# ---- block 1 ----
### src/rtl/score_bcd_conv.sv
// score_bcd_conv: iterative double-dabble converter from binary score to packed BCD with leading-zero blanking.
// Ports: clk/rst (async, active-high); start+bin_in request a conversion while idle;
// busy is high during the BIN_W shift cycles; done pulses for one cycle when bcd_out/digit_en update.
module score_bcd_conv #(
  parameter int BIN_W  = 32,
  parameter int DIGITS = 10,
  parameter int CNT_W  = 6
) (
  input  logic                  clk,
  input  logic                  rst,
  input  logic                  start,
  input  logic [BIN_W-1:0]      bin_in,
  output logic                  busy,
  output logic                  done,
  output logic [4*DIGITS-1:0]   bcd_out,
  output logic [DIGITS-1:0]     digit_en
);
  localparam int SW = 4 * DIGITS;
  // 10^DIGITS > 2^BIN_W - 1  <=>  DIGITS > BIN_W*log10(2); log10(2) ~= 0.30103
  if (DIGITS * 100000 <= BIN_W * 30103) begin : g_bad_digits
    $error("score_bcd_conv: DIGITS too small for BIN_W");
  end
  if ((1 << CNT_W) <= BIN_W) begin : g_bad_cnt
    $error("score_bcd_conv: CNT_W too small for BIN_W");
  end
  typedef enum logic {IDLE, SHIFT} state_t;
  state_t            state_q, state_d;
  logic [BIN_W-1:0]  shift_q, shift_d;
  logic [SW-1:0]     scr_q, scr_d, adj, bcd_q, bcd_d;
  logic [DIGITS-1:0] en_q, en_d;
  logic [CNT_W-1:0]  cnt_q, cnt_d;
  logic              done_q, done_d;
  // A digit is shown if it or any more significant digit is nonzero; units always shown.
  function automatic logic [DIGITS-1:0] en_of(input logic [SW-1:0] v);
    logic hi;
    hi = 1'b0;
    en_of = '0;
    for (int k = DIGITS - 1; k >= 0; k--) begin
      hi = hi | (v[4*k+:4] != 4'd0);
      en_of[k] = hi;
    end
    en_of[0] = 1'b1;
  endfunction
  always_comb begin
    adj = scr_q;
    for (int k = 0; k < DIGITS; k++)
      adj[4*k+:4] = (scr_q[4*k+:4] >= 4'd5) ? scr_q[4*k+:4] + 4'd3 : scr_q[4*k+:4];
  end
  always_comb begin
    state_d = state_q;
    shift_d = shift_q;
    scr_d   = scr_q;
    cnt_d   = cnt_q;
    bcd_d   = bcd_q;
    en_d    = en_q;
    done_d  = 1'b0;
    if (state_q == IDLE) begin
      if (start) begin
        shift_d = bin_in;
        scr_d   = '0;
        cnt_d   = '0;
        state_d = SHIFT;
      end
    end else begin
      {scr_d, shift_d} = {adj, shift_q} << 1;
      cnt_d = cnt_q + 1'b1;
      if (cnt_q == CNT_W'(BIN_W - 1)) begin
        bcd_d   = scr_d;
        en_d    = en_of(scr_d);
        done_d  = 1'b1;
        state_d = IDLE;
      end
    end
  end
  always_ff @(posedge clk or posedge rst) begin
    if (rst) begin
      state_q <= IDLE;
      shift_q <= '0;
      scr_q   <= '0;
      cnt_q   <= '0;
      bcd_q   <= '0;
      en_q    <= DIGITS'(1);
      done_q  <= 1'b0;
    end else begin
      state_q <= state_d;
      shift_q <= shift_d;
      scr_q   <= scr_d;
      cnt_q   <= cnt_d;
      bcd_q   <= bcd_d;
      en_q    <= en_d;
      done_q  <= done_d;
    end
  end
  assign busy     = (state_q == SHIFT);
  assign done     = done_q;
  assign bcd_out  = bcd_q;
  assign digit_en = en_q;
endmodule

### config.mk
export PLATFORM = sky130hd
export DESIGN_NAME = score_bcd_conv
export DESIGN_NICKNAME = d
export VERILOG_FILES = /design/src/rtl/score_bcd_conv.sv
export SDC_FILE = /design/constraint.sdc
export NUM_CORES = 1
export LEC_CHECK = 0
export ABC_AREA = 1
export CORE_ASPECT_RATIO = 0.75
export CORE_MARGIN = 3
export CORE_UTILIZATION = 49
export CTS_CLUSTER_DIAMETER = 200
export DETAILED_ROUTE_END_ITERATION = 10
export GPL_TIMING_DRIVEN = 0
export PLACE_DENSITY = 0.85
export SLEW_MARGIN = 20
export SYNTH_ARGS = -nofsm -noshare
export SYNTH_HDL_FRONTEND = slang
export SYNTH_SLANG_ARGS = --single-unit
### constraint.sdc
create_clock -name clk -period 3.9 [get_ports clk]
set_input_delay 0.585 -clock clk [delete_from_list [all_inputs] [get_ports clk]]
set_output_delay 0.585 -clock clk [all_outputs]
set_load 0.005 [all_outputs]
Figure 1. Wiring heat map (block 1).
27 x 20 tiles, from dark blue (low) to red (high), scaled to the fullest tile. Values are wire area over tile area, all layers added.
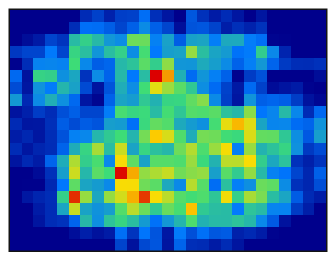
fullest tile: 0.60
densest ninth of the die: centre
tiles over half the peak: 19%
nearly empty tiles: 15%

Figure 2. Cell placement (block 1).
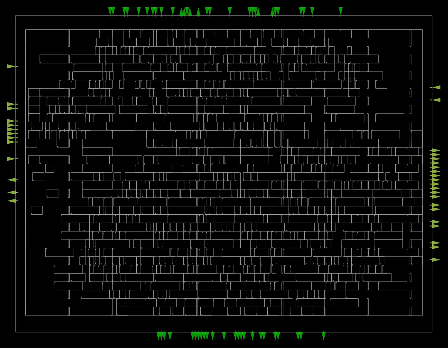
final core occ: 65.95%
Non-Filler Instances: 972
sequential portion of the cell area: 41.24%

==> results.sh <==
# flow metrics
export IMPL_min_path_cells=2
export IMPL_rrSetupSlack_ps=1870
export IMPL_synth_simple_area_share_pct=22.06
export IMPL_met3_usage_pct=5.167
export IMPL_cts_buffers=17
export IMPL_run_status="finished clean"
export IMPL_globalRouteMet1Util_pct=31.56
export IMPL_endpoint_kind="register"
export IMPL_setup_viol=0
export IMPL_nonClockBufferCount=118
export IMPL_synth_area_sq_um=6081
export IMPL_startpoint="scr_q[24]$_DFFE_PP0P_"
export IMPL_clk_path_buf_depth=2
export IMPL_top_cells_by_count="210 x nand2_1, 129 x dfrtp_1, 57 x inv_1"
export IMPL_lay_top_count="nand2_1"
export IMPL_die_width_microns=134.6
export IMPL_crit_slowest_cell="dfrtp_1"
export IMPL_nets=853
export IMPL_p_int_mw=4.320
export IMPL_grt_pass1_vias=4978
export IMPL_rows=34
export IMPL_clock_sinks=129

# ---- block 2 ----
Figure 3. Placement by cell class (block 2).
Fill, decap, tap and diode cells in grey.
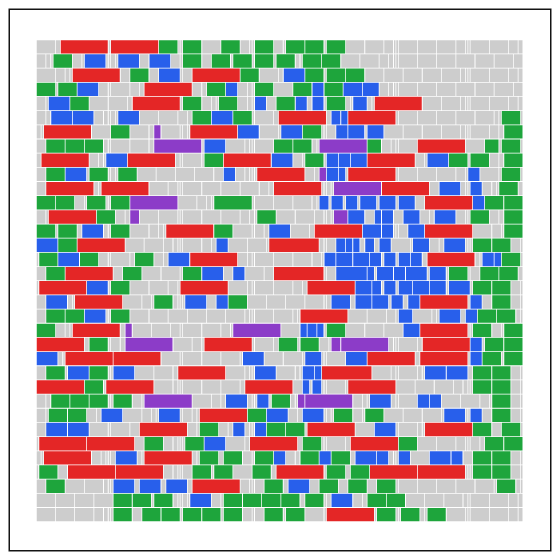
Figure 4. Wiring heat map (block 2).
21 x 21 tiles, from dark blue (low) to red (high), scaled to the fullest tile. Values are wire area over tile area, all layers added.
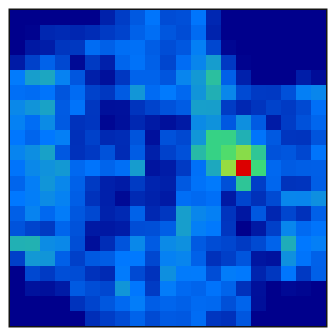
Figure 5. Floorplan with the power grid (block 2).
Bar = 20 microns. Pins as bars on the die edge. Tap cells in grey.
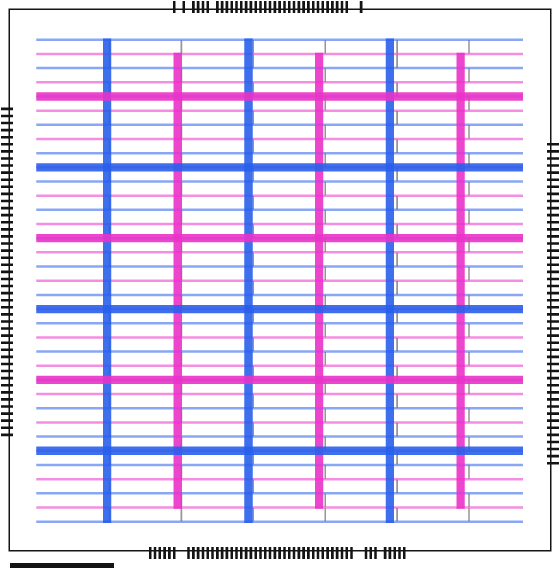
File: config.mk
export PLATFORM = sky130hd
export DESIGN_NAME = decode_stage_flat
export DESIGN_NICKNAME = d
export VERILOG_FILES = /design/src/rtl/decode_stage_pkg.sv /design/src/rtl/decode_stage_if.sv /design/src/rtl/decode_stage_load_use_detect.sv /design/src/rtl/decode_stage.sv /design/src/flat_wrapper.sv
export SDC_FILE = /design/constraint.sdc
export NUM_CORES = 1
export LEC_CHECK = 0
export CAP_MARGIN = 20
export CORE_MARGIN = 5
export CORE_UTILIZATION = 40
export CTS_BUF_LIST = sky130_fd_sc_hd__clkbuf_16
export DETAILED_ROUTE_END_ITERATION = 12
export PLACE_DENSITY = 0.89
export SLEW_MARGIN = 20
export SYNTH_ARGS = -nofsm -noshare
export SYNTH_HDL_FRONTEND = slang
export SYNTH_SLANG_ARGS = --single-unit
File: constraint.sdc
create_clock -name clk -period 5.05 [get_ports clk]
set_input_delay 0.505 -clock clk [delete_from_list [all_inputs] [get_ports clk]]
set_output_delay 0.505 -clock clk [all_outputs]
set_load 0.005 [all_outputs]
File: src/rtl/decode_stage_pkg.sv
// Shared decode constants: RV32 opcodes that matter to decode and hazard
// detection, the immediate-select encodings (also consumed by imm_gen), the
// decode FSM state type and small opcode classification helpers.
package decode_stage_pkg;

  localparam logic [6:0] OPC_OP_IMM = 7'b0010011;
  localparam logic [6:0] OPC_LOAD   = 7'b0000011;
  localparam logic [6:0] OPC_JALR   = 7'b1100111;
  localparam logic [6:0] OPC_STORE  = 7'b0100011;
  localparam logic [6:0] OPC_BRANCH = 7'b1100011;
  localparam logic [6:0] OPC_OP     = 7'b0110011;

  localparam logic [1:0] IMM_NONE = 2'd0;
  localparam logic [1:0] IMM_I    = 2'd1;
  localparam logic [1:0] IMM_S    = 2'd2;
  localparam logic [1:0] IMM_B    = 2'd3;

  typedef enum logic {
    ST_EMPTY = 1'b0,
    ST_VALID = 1'b1
  } state_e;

  // Immediate format selected by an opcode.
  function automatic logic [1:0] imm_sel_of(input logic [6:0] opc);
    case (opc)
      OPC_OP_IMM, OPC_LOAD, OPC_JALR: imm_sel_of = IMM_I;
      OPC_STORE:                      imm_sel_of = IMM_S;
      OPC_BRANCH:                     imm_sel_of = IMM_B;
      default:                        imm_sel_of = IMM_NONE;
    endcase
  endfunction

  // Opcodes whose rs1 field names a real source register.
  function automatic logic uses_rs1_of(input logic [6:0] opc);
    case (opc)
      OPC_OP_IMM, OPC_LOAD, OPC_JALR,
      OPC_STORE, OPC_BRANCH, OPC_OP: uses_rs1_of = 1'b1;
      default:                       uses_rs1_of = 1'b0;
    endcase
  endfunction

  // Opcodes whose rs2 field names a real source register.
  function automatic logic uses_rs2_of(input logic [6:0] opc);
    case (opc)
      OPC_STORE, OPC_BRANCH, OPC_OP: uses_rs2_of = 1'b1;
      default:                       uses_rs2_of = 1'b0;
    endcase
  endfunction

endpackage

File: src/rtl/decode_stage_if.sv
// Fetch-side and execute-side handshake bundle of the decode stage.
// master: the surrounding pipeline (drives fetch offer, flush, id_ready).
// slave : the decode stage (drives if_ready and all decoded outputs).
interface decode_stage_if;
  logic        if_valid;
  logic        if_ready;
  logic [31:0] if_inst;
  logic [31:0] if_pc;
  logic        flush;
  logic        id_ready;
  logic        id_valid;
  logic [31:0] id_inst;
  logic [31:0] id_pc;
  logic [24:0] imm_inst;
  logic [1:0]  imm_sel;
  logic [4:0]  rs1;
  logic [4:0]  rs2;
  logic [4:0]  rd;

  modport master (
    output if_valid, if_inst, if_pc, flush, id_ready,
    input  if_ready, id_valid, id_inst, id_pc, imm_inst, imm_sel, rs1, rs2, rd
  );

  modport slave (
    input  if_valid, if_inst, if_pc, flush, id_ready,
    output if_ready, id_valid, id_inst, id_pc, imm_inst, imm_sel, rs1, rs2, rd
  );
endinterface

File: src/rtl/decode_stage_load_use_detect.sv
// Load-use hazard compare: flags when the held instruction reads the
// destination of the load that most recently left the stage.
// Ports: valid_i (stage holds an instruction), last_ld_i / last_rd_i (last
// transferred-out instruction was a load / its rd), opcode_i, rs1_i, rs2_i
// (fields of the held instruction), hazard_o.
module load_use_detect
  import decode_stage_pkg::*;
(
  input  logic       valid_i,
  input  logic       last_ld_i,
  input  logic [4:0] last_rd_i,
  input  logic [6:0] opcode_i,
  input  logic [4:0] rs1_i,
  input  logic [4:0] rs2_i,
  output logic       hazard_o
);
  logic src_hit;

  // Dependency compare; x0 is never a real dependency.
  always_comb begin
    src_hit  = (uses_rs1_of(opcode_i) && (rs1_i == last_rd_i)) ||
               (uses_rs2_of(opcode_i) && (rs2_i == last_rd_i));
    hazard_o = valid_i && last_ld_i && (last_rd_i != 5'd0) && src_hit;
  end
endmodule

File: src/rtl/decode_stage.sv
// Single-entry decode stage with load-use bubble insertion.
// Ports: clk, rst_n (async active-low), bus (decode_stage_if.slave):
//   fetch side if_valid/if_ready/if_inst/if_pc, flush from branch resolution,
//   execute side id_ready/id_valid/id_inst/id_pc, immediate generator feed
//   imm_inst/imm_sel, register indices rs1/rs2/rd.
module decode_stage
  import decode_stage_pkg::*;
#(
  parameter logic [31:0] NOP_INST = 32'h0000_0013
) (
  input logic           clk,
  input logic           rst_n,
  decode_stage_if.slave bus
);
  state_e      state_q, state_d;
  logic [31:0] inst_q, inst_d;
  logic [31:0] pc_q, pc_d;
  logic        last_ld_q, last_ld_d;
  logic [4:0]  last_rd_q, last_rd_d;

  logic        is_valid;
  logic        hazard;
  logic        if_ready;
  logic        xfer_in;
  logic        xfer_out;
  logic [31:0] id_inst;
  logic [1:0]  imm_sel;

  assign is_valid = (state_q == ST_VALID);

  load_use_detect u_load_use_detect (
    .valid_i   (is_valid),
    .last_ld_i (last_ld_q),
    .last_rd_i (last_rd_q),
    .opcode_i  (inst_q[6:0]),
    .rs1_i     (inst_q[19:15]),
    .rs2_i     (inst_q[24:20]),
    .hazard_o  (hazard)
  );

  // Presented instruction: a bubble replaces the held one during a hazard.
  // imm_sel is forced to none when empty or bubbling (the NOP itself is an
  // OP-IMM and would otherwise select I).
  always_comb begin
    id_inst = inst_q;
    imm_sel = IMM_NONE;
    if (hazard) begin
      id_inst = NOP_INST;
      imm_sel = IMM_NONE;
    end else if (is_valid) begin
      imm_sel = imm_sel_of(inst_q[6:0]);
    end else begin
      imm_sel = IMM_NONE;
    end
  end

  // Accept from fetch only when the slot is free or drains this cycle.
  always_comb begin
    if (!rst_n) begin
      if_ready = 1'b0;
    end else if (bus.flush) begin
      if_ready = 1'b0;
    end else if (state_q == ST_EMPTY) begin
      if_ready = 1'b1;
    end else if (bus.id_ready && !hazard) begin
      if_ready = 1'b1;
    end else begin
      if_ready = 1'b0;
    end
  end

  assign xfer_in  = bus.if_valid && if_ready;
  assign xfer_out = is_valid && bus.id_ready;

  // Next-state logic: flush dominates; a transferred-out bubble keeps the
  // held instruction so it is presented again next cycle.
  always_comb begin
    state_d   = state_q;
    inst_d    = inst_q;
    pc_d      = pc_q;
    last_ld_d = last_ld_q;
    last_rd_d = last_rd_q;
    if (xfer_out) begin
      last_ld_d = (id_inst[6:0] == OPC_LOAD);
      last_rd_d = id_inst[11:7];
    end else begin
      last_ld_d = last_ld_q;
      last_rd_d = last_rd_q;
    end
    if (bus.flush) begin
      state_d   = ST_EMPTY;
      last_ld_d = 1'b0;
    end else begin
      case (state_q)
        ST_EMPTY: begin
          if (xfer_in) begin
            state_d = ST_VALID;
            inst_d  = bus.if_inst;
            pc_d    = bus.if_pc;
          end else begin
            state_d = ST_EMPTY;
          end
        end
        ST_VALID: begin
          if (xfer_in) begin
            state_d = ST_VALID;
            inst_d  = bus.if_inst;
            pc_d    = bus.if_pc;
          end else if (xfer_out && !hazard) begin
            state_d = ST_EMPTY;
          end else begin
            state_d = ST_VALID;
          end
        end
        default: state_d = ST_EMPTY;
      endcase
    end
  end

  // State and pipeline register.
  always_ff @(posedge clk or negedge rst_n) begin
    if (!rst_n) begin
      state_q   <= ST_EMPTY;
      inst_q    <= NOP_INST;
      pc_q      <= 32'd0;
      last_ld_q <= 1'b0;
      last_rd_q <= 5'd0;
    end else begin
      state_q   <= state_d;
      inst_q    <= inst_d;
      pc_q      <= pc_d;
      last_ld_q <= last_ld_d;
      last_rd_q <= last_rd_d;
    end
  end

  assign bus.if_ready = if_ready;
  assign bus.id_valid = is_valid;
  assign bus.id_inst  = id_inst;
  assign bus.id_pc    = pc_q;
  assign bus.imm_inst = id_inst[31:7];
  assign bus.imm_sel  = imm_sel;
  assign bus.rs1      = id_inst[19:15];
  assign bus.rs2      = id_inst[24:20];
  assign bus.rd       = id_inst[11:7];
endmodule

File: src/flat_wrapper.sv
// flat-port wrapper written by rule: the top's interface ports become plain ports
module decode_stage_flat import decode_stage_pkg::*;
#(
  parameter logic [31:0] NOP_INST = 32'h0000_0013
)
  (clk, rst_n, bus_if_valid, bus_if_inst, bus_if_pc, bus_flush, bus_id_ready, bus_if_ready, bus_id_valid, bus_id_inst, bus_id_pc, bus_imm_inst, bus_imm_sel, bus_rs1, bus_rs2, bus_rd);
  decode_stage_if bus_i ();
  input logic clk;
  input logic rst_n;
  input wire logic [$bits(bus_i.if_valid)-1:0] bus_if_valid;
  input wire logic [$bits(bus_i.if_inst)-1:0] bus_if_inst;
  input wire logic [$bits(bus_i.if_pc)-1:0] bus_if_pc;
  input wire logic [$bits(bus_i.flush)-1:0] bus_flush;
  input wire logic [$bits(bus_i.id_ready)-1:0] bus_id_ready;
  output wire logic [$bits(bus_i.if_ready)-1:0] bus_if_ready;
  output wire logic [$bits(bus_i.id_valid)-1:0] bus_id_valid;
  output wire logic [$bits(bus_i.id_inst)-1:0] bus_id_inst;
  output wire logic [$bits(bus_i.id_pc)-1:0] bus_id_pc;
  output wire logic [$bits(bus_i.imm_inst)-1:0] bus_imm_inst;
  output wire logic [$bits(bus_i.imm_sel)-1:0] bus_imm_sel;
  output wire logic [$bits(bus_i.rs1)-1:0] bus_rs1;
  output wire logic [$bits(bus_i.rs2)-1:0] bus_rs2;
  output wire logic [$bits(bus_i.rd)-1:0] bus_rd;
  assign bus_i.if_valid = bus_if_valid;
  assign bus_i.if_inst = bus_if_inst;
  assign bus_i.if_pc = bus_if_pc;
  assign bus_i.flush = bus_flush;
  assign bus_i.id_ready = bus_id_ready;
  assign bus_if_ready = bus_i.if_ready;
  assign bus_id_valid = bus_i.id_valid;
  assign bus_id_inst = bus_i.id_inst;
  assign bus_id_pc = bus_i.id_pc;
  assign bus_imm_inst = bus_i.imm_inst;
  assign bus_imm_sel = bus_i.imm_sel;
  assign bus_rs1 = bus_i.rs1;
  assign bus_rs2 = bus_i.rs2;
  assign bus_rd = bus_i.rd;
  decode_stage #(.NOP_INST(NOP_INST)) u_core (.clk(clk), .rst_n(rst_n), .bus(bus_i));
endmodule
==> results.sh <==
# flow metrics
export IMPL_run_status="finished clean"
export IMPL_ctsResizeCount=0
export IMPL_synth_top_area_share_pct=48.52
export IMPL_globalRouteMet1Util_pct=18.12
export IMPL_ys_flop_type="dfrtp_1"
export IMPL_startpoint="u_core.last_rd_q[4]$_DFFE_PN0P_"
export IMPL_fin_skew_ps=7.891
export IMPL_antenna_found_initial=0
export IMPL_synth_warnings=0
export IMPL_comb_cells=154
export IMPL_fin_ws_ps=1752
export IMPL_chipArea_sq_um=10740
export IMPL_hold_path_class="in -> async"
export IMPL_finalCritPeriodShare_pct=65.31
export IMPL_final_instance_count_excl_fill=529
export IMPL_first_iter_violations=93
export IMPL_critical_path_class="reg -> out"
export IMPL_top_cells_by_count="68 x dfrtp_1, 47 x mux2_2, 40 x buf_4"
export IMPL_vias=2621
export IMPL_power_density_nw_per_um2=381.0
export IMPL_cts_htree_levels=3
export IMPL_gr_total_overflow=0
export IMPL_p_int_mw=1.481
export IMPL_first_pass_iters=4
export IMPL_fillers=684
export IMPL_yosysCellCount=281
export IMPL_rows=34
export IMPL_rr_startpoint="u_core.last_rd_q[4]$_DFFE_PN0P_"
export IMPL_powerComb_mw=0.693
export IMPL_rsz0062_at_grt="no"
About Figure 3:
[clock drivers and dummy loads] purple | cells: 16 | share of their area: 5.0%
[registers] red | cells: 71 | share of their area: 35%
[remaining buffers and delay cells] green | cells: 178 | share of their area: 35%
[remaining logic cells] blue | cells: 156 | share of their area: 26%

About Figure 4:
fullest tile: 0.86
mean over tiles: 0.14
tiles over half the peak: 0.90%

About Figure 5:
[VDD] magenta
[VSS] blue
met4 straps: 6
tap cells: 108
met5 straps: 6
rows: 34
met1 rails: 35


# ---- block 3 ----
===== src/rtl/semimips_pkg.sv =====
// semimips_pkg: shared constants and types for the stall controller slice.
//   REG_ADDR_W  architectural register number width
//   state_e     stall FSM encoding (RUN / MDU_WAIT)
//   ctl_t       bundle of pipeline enable/flush controls
//   src_hit()   "nonzero register that matches one of the Decode sources"
package semimips_pkg;

  localparam int REG_ADDR_W = 5;

  typedef enum logic [1:0] {
    RUN      = 2'b00,
    MDU_WAIT = 2'b01
  } state_e;

  typedef struct packed {
    logic pc_en;
    logic en_d;
    logic en_e;
    logic flush_e;
    logic flush_m;
  } ctl_t;

  // Free-running pipeline, a load-use/branch bubble, and the MDU freeze.
  localparam ctl_t CTL_RUN   = '{pc_en: 1'b1, en_d: 1'b1, en_e: 1'b1, flush_e: 1'b0, flush_m: 1'b0};
  localparam ctl_t CTL_STALL = '{pc_en: 1'b0, en_d: 1'b0, en_e: 1'b1, flush_e: 1'b1, flush_m: 1'b0};
  localparam ctl_t CTL_WAIT  = '{pc_en: 1'b0, en_d: 1'b0, en_e: 1'b0, flush_e: 1'b0, flush_m: 1'b1};

  // r0 is hardwired to zero, so it never creates a dependency.
  function automatic logic src_hit(input logic [REG_ADDR_W-1:0] r,
                                   input logic [REG_ADDR_W-1:0] rs,
                                   input logic [REG_ADDR_W-1:0] rt);
    return (r != '0) && ((r == rs) || (r == rt));
  endfunction

endpackage


===== src/rtl/stall_hazard_cmp.sv =====
// stall_hazard_cmp: purely combinational hazard detection.
//   RsD/RtD           Decode source registers
//   RtE/MemtoRegE     load in Execute (load-use hazard)
//   RegWriteE/WriteRegE, MemtoRegM/WriteRegM, BranchD  branch-operand hazard
//   lu                load-use stall request
//   br                branch stall request
module stall_hazard_cmp
  import semimips_pkg::*;
(
  input  logic [REG_ADDR_W-1:0] RsD,
  input  logic [REG_ADDR_W-1:0] RtD,
  input  logic [REG_ADDR_W-1:0] RtE,
  input  logic                  MemtoRegE,
  input  logic                  RegWriteE,
  input  logic [REG_ADDR_W-1:0] WriteRegE,
  input  logic                  MemtoRegM,
  input  logic [REG_ADDR_W-1:0] WriteRegM,
  input  logic                  BranchD,
  output logic                  lu,
  output logic                  br
);

  assign lu = MemtoRegE & src_hit(RtE, RsD, RtD);

  // Branches resolve in Decode, so they must wait for an ALU result still in
  // Execute or a load result still in Memory.
  assign br = BranchD & ((RegWriteE & src_hit(WriteRegE, RsD, RtD)) |
                         (MemtoRegM & src_hit(WriteRegM, RsD, RtD)));

endmodule


===== src/rtl/stall_controller.sv =====
// stall_controller: pipeline stall/flush control for the 5-stage core.
//   clk, reset          clock, synchronous active-high reset
//   RsD..BranchD        hazard inputs (see stall_hazard_cmp)
//   MduStartE/MduDoneE  multi-cycle multiply/divide handshake
//   PCEn/EnD/EnE        PC, IF/ID, ID/EX register enables
//   FlushE/FlushM       synchronous clears of ID/EX and EX/MEM
//   StallCount          cycles spent in the current or last MDU wait
//   MduTimeout          sticky: an MDU wait was abandoned at MDU_MAX_CYCLES
module stall_controller
  import semimips_pkg::*;
#(
  parameter int MDU_MAX_CYCLES = 32,
  parameter int CNT_W          = 6
) (
  input  logic                  clk,
  input  logic                  reset,
  input  logic [REG_ADDR_W-1:0] RsD,
  input  logic [REG_ADDR_W-1:0] RtD,
  input  logic [REG_ADDR_W-1:0] RtE,
  input  logic                  MemtoRegE,
  input  logic                  RegWriteE,
  input  logic [REG_ADDR_W-1:0] WriteRegE,
  input  logic                  MemtoRegM,
  input  logic [REG_ADDR_W-1:0] WriteRegM,
  input  logic                  BranchD,
  input  logic                  MduStartE,
  input  logic                  MduDoneE,
  output logic                  PCEn,
  output logic                  EnD,
  output logic                  EnE,
  output logic                  FlushE,
  output logic                  FlushM,
  output logic [CNT_W-1:0]      StallCount,
  output logic                  MduTimeout
);

  localparam logic [CNT_W-1:0] LAST_CNT = CNT_W'(MDU_MAX_CYCLES - 1);

  state_e           state;
  logic             lu, br;
  logic [CNT_W-1:0] cnt_inc;
  ctl_t             ctl;

  stall_hazard_cmp u_cmp (
    .RsD       (RsD),
    .RtD       (RtD),
    .RtE       (RtE),
    .MemtoRegE (MemtoRegE),
    .RegWriteE (RegWriteE),
    .WriteRegE (WriteRegE),
    .MemtoRegM (MemtoRegM),
    .WriteRegM (WriteRegM),
    .BranchD   (BranchD),
    .lu        (lu),
    .br        (br)
  );

  assign cnt_inc = (&StallCount) ? StallCount : StallCount + 1'b1;

  always_ff @(posedge clk) begin
    if (reset) begin
      state      <= RUN;
      StallCount <= '0;
      MduTimeout <= 1'b0;
    end else begin
      case (state)
        RUN: begin
          if (MduStartE) begin
            state      <= MDU_WAIT;
            StallCount <= '0;
          end
        end
        MDU_WAIT: begin
          // Counts every wait cycle, including the one that exits.
          StallCount <= cnt_inc;
          if (MduDoneE) begin
            state <= RUN;                // done beats a coincident timeout
          end else if (StallCount == LAST_CNT) begin
            state      <= RUN;
            MduTimeout <= 1'b1;
          end
        end
        default: state <= RUN;
      endcase
    end
  end

  // Hazard stalls must take effect in the same cycle, so the decode is
  // combinational off the registered state; reset forces a free-running pipe.
  always_comb begin
    ctl = CTL_RUN;
    if (!reset) begin
      if (state == MDU_WAIT)  ctl = CTL_WAIT;
      else if (lu | br)       ctl = CTL_STALL;
    end
  end

  assign PCEn   = ctl.pc_en;
  assign EnD    = ctl.en_d;
  assign EnE    = ctl.en_e;
  assign FlushE = ctl.flush_e;
  assign FlushM = ctl.flush_m;

endmodule


===== config.mk =====
export PLATFORM = sky130hd
export DESIGN_NAME = stall_controller
export DESIGN_NICKNAME = d
export VERILOG_FILES = /design/src/rtl/semimips_pkg.sv /design/src/rtl/stall_hazard_cmp.sv /design/src/rtl/stall_controller.sv
export SDC_FILE = /design/constraint.sdc
export NUM_CORES = 1
export LEC_CHECK = 0
export CAP_MARGIN = 25
export CELL_PAD_IN_SITES_DETAIL_PLACEMENT = 1
export CELL_PAD_IN_SITES_GLOBAL_PLACEMENT = 2
export CORE_AREA = 4 4 53 55
export CTS_BUF_LIST = sky130_fd_sc_hd__clkbuf_8
export CTS_CLUSTER_DIAMETER = 120
export CTS_CLUSTER_SIZE = 14
export DETAILED_ROUTE_END_ITERATION = 6
export DIE_AREA = 0 0 57 59
export DONT_BUFFER_PORTS = 1
export MAX_ROUTING_LAYER = met4
export PLACE_DENSITY = 0.87
export SYNTH_ARGS = -nofsm -noshare
export SYNTH_HDL_FRONTEND = slang
export SYNTH_SLANG_ARGS = --single-unit

===== constraint.sdc =====
create_clock -name clk -period 2.57 [get_ports clk]
set_clock_uncertainty 0.15 [all_clocks]
set_input_delay 0.3855 -clock clk [delete_from_list [all_inputs] [get_ports clk]]
set_output_delay 0.3855 -clock clk [all_outputs]
set_load 0.05 [all_outputs]

Figure 6. Cell placement (block 3).
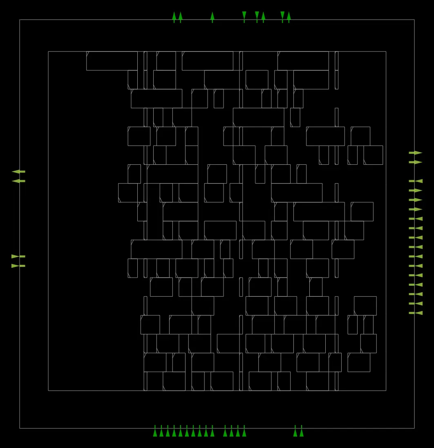
number of fill cells in the layout: 315
registers: 8

Figure 7. I/O nets highlighted (block 3).
Bar = 20 microns.
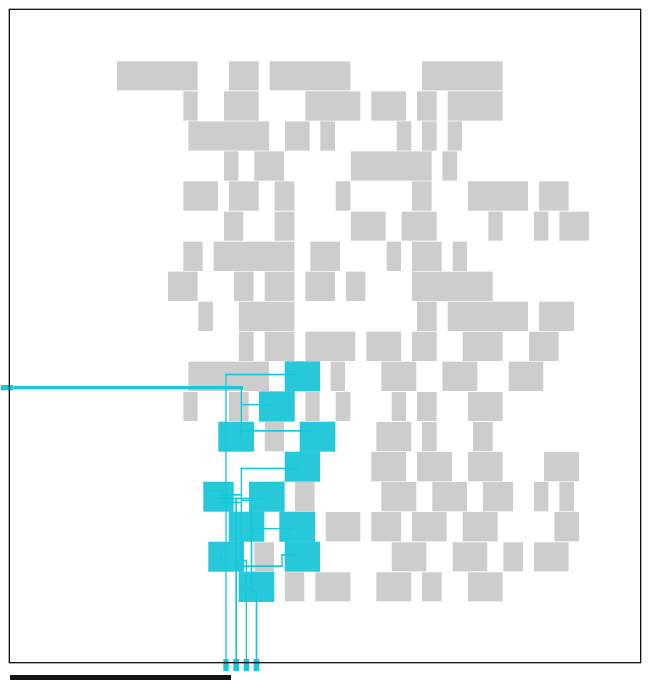
[`RtE`] cyan | bits: 5 | direction: input | edge: 4 south, 1 west | end cells: 12 | buffers: 0 | wire: 142 microns

==> results.sh <==
# flow metrics
export IMPL_critPathLaunchType="primary input"
export IMPL_worstReg2RegEnd="StallCount[5]$_SDFFE_PP0P_"
export IMPL_initCoreUtil_pct=32.34
export IMPL_top_regs="StallCount x6, MduTimeout x1, state x1"
export IMPL_clk_latency_ps=230
export IMPL_lay_top_count="xnor2_1"
export IMPL_synth_cells=100
export IMPL_run_status="finished clean"
export IMPL_rrSetupSlack_ps=840
export IMPL_ios=45
export IMPL_wl_met2_microns=1256
export IMPL_synth_top_area_share_pct=34.04
export IMPL_grt_pass1_vias=871
export IMPL_clockRootBuffer="clkbuf_8"
export IMPL_non_clock_inverter_count=5
export IMPL_maxCapViolCount=0
export IMPL_die_h_microns=59
export IMPL_io_buffers=0
export IMPL_switching_share_pct=28.68
export IMPL_ys_flop_type="dfxtp_1"

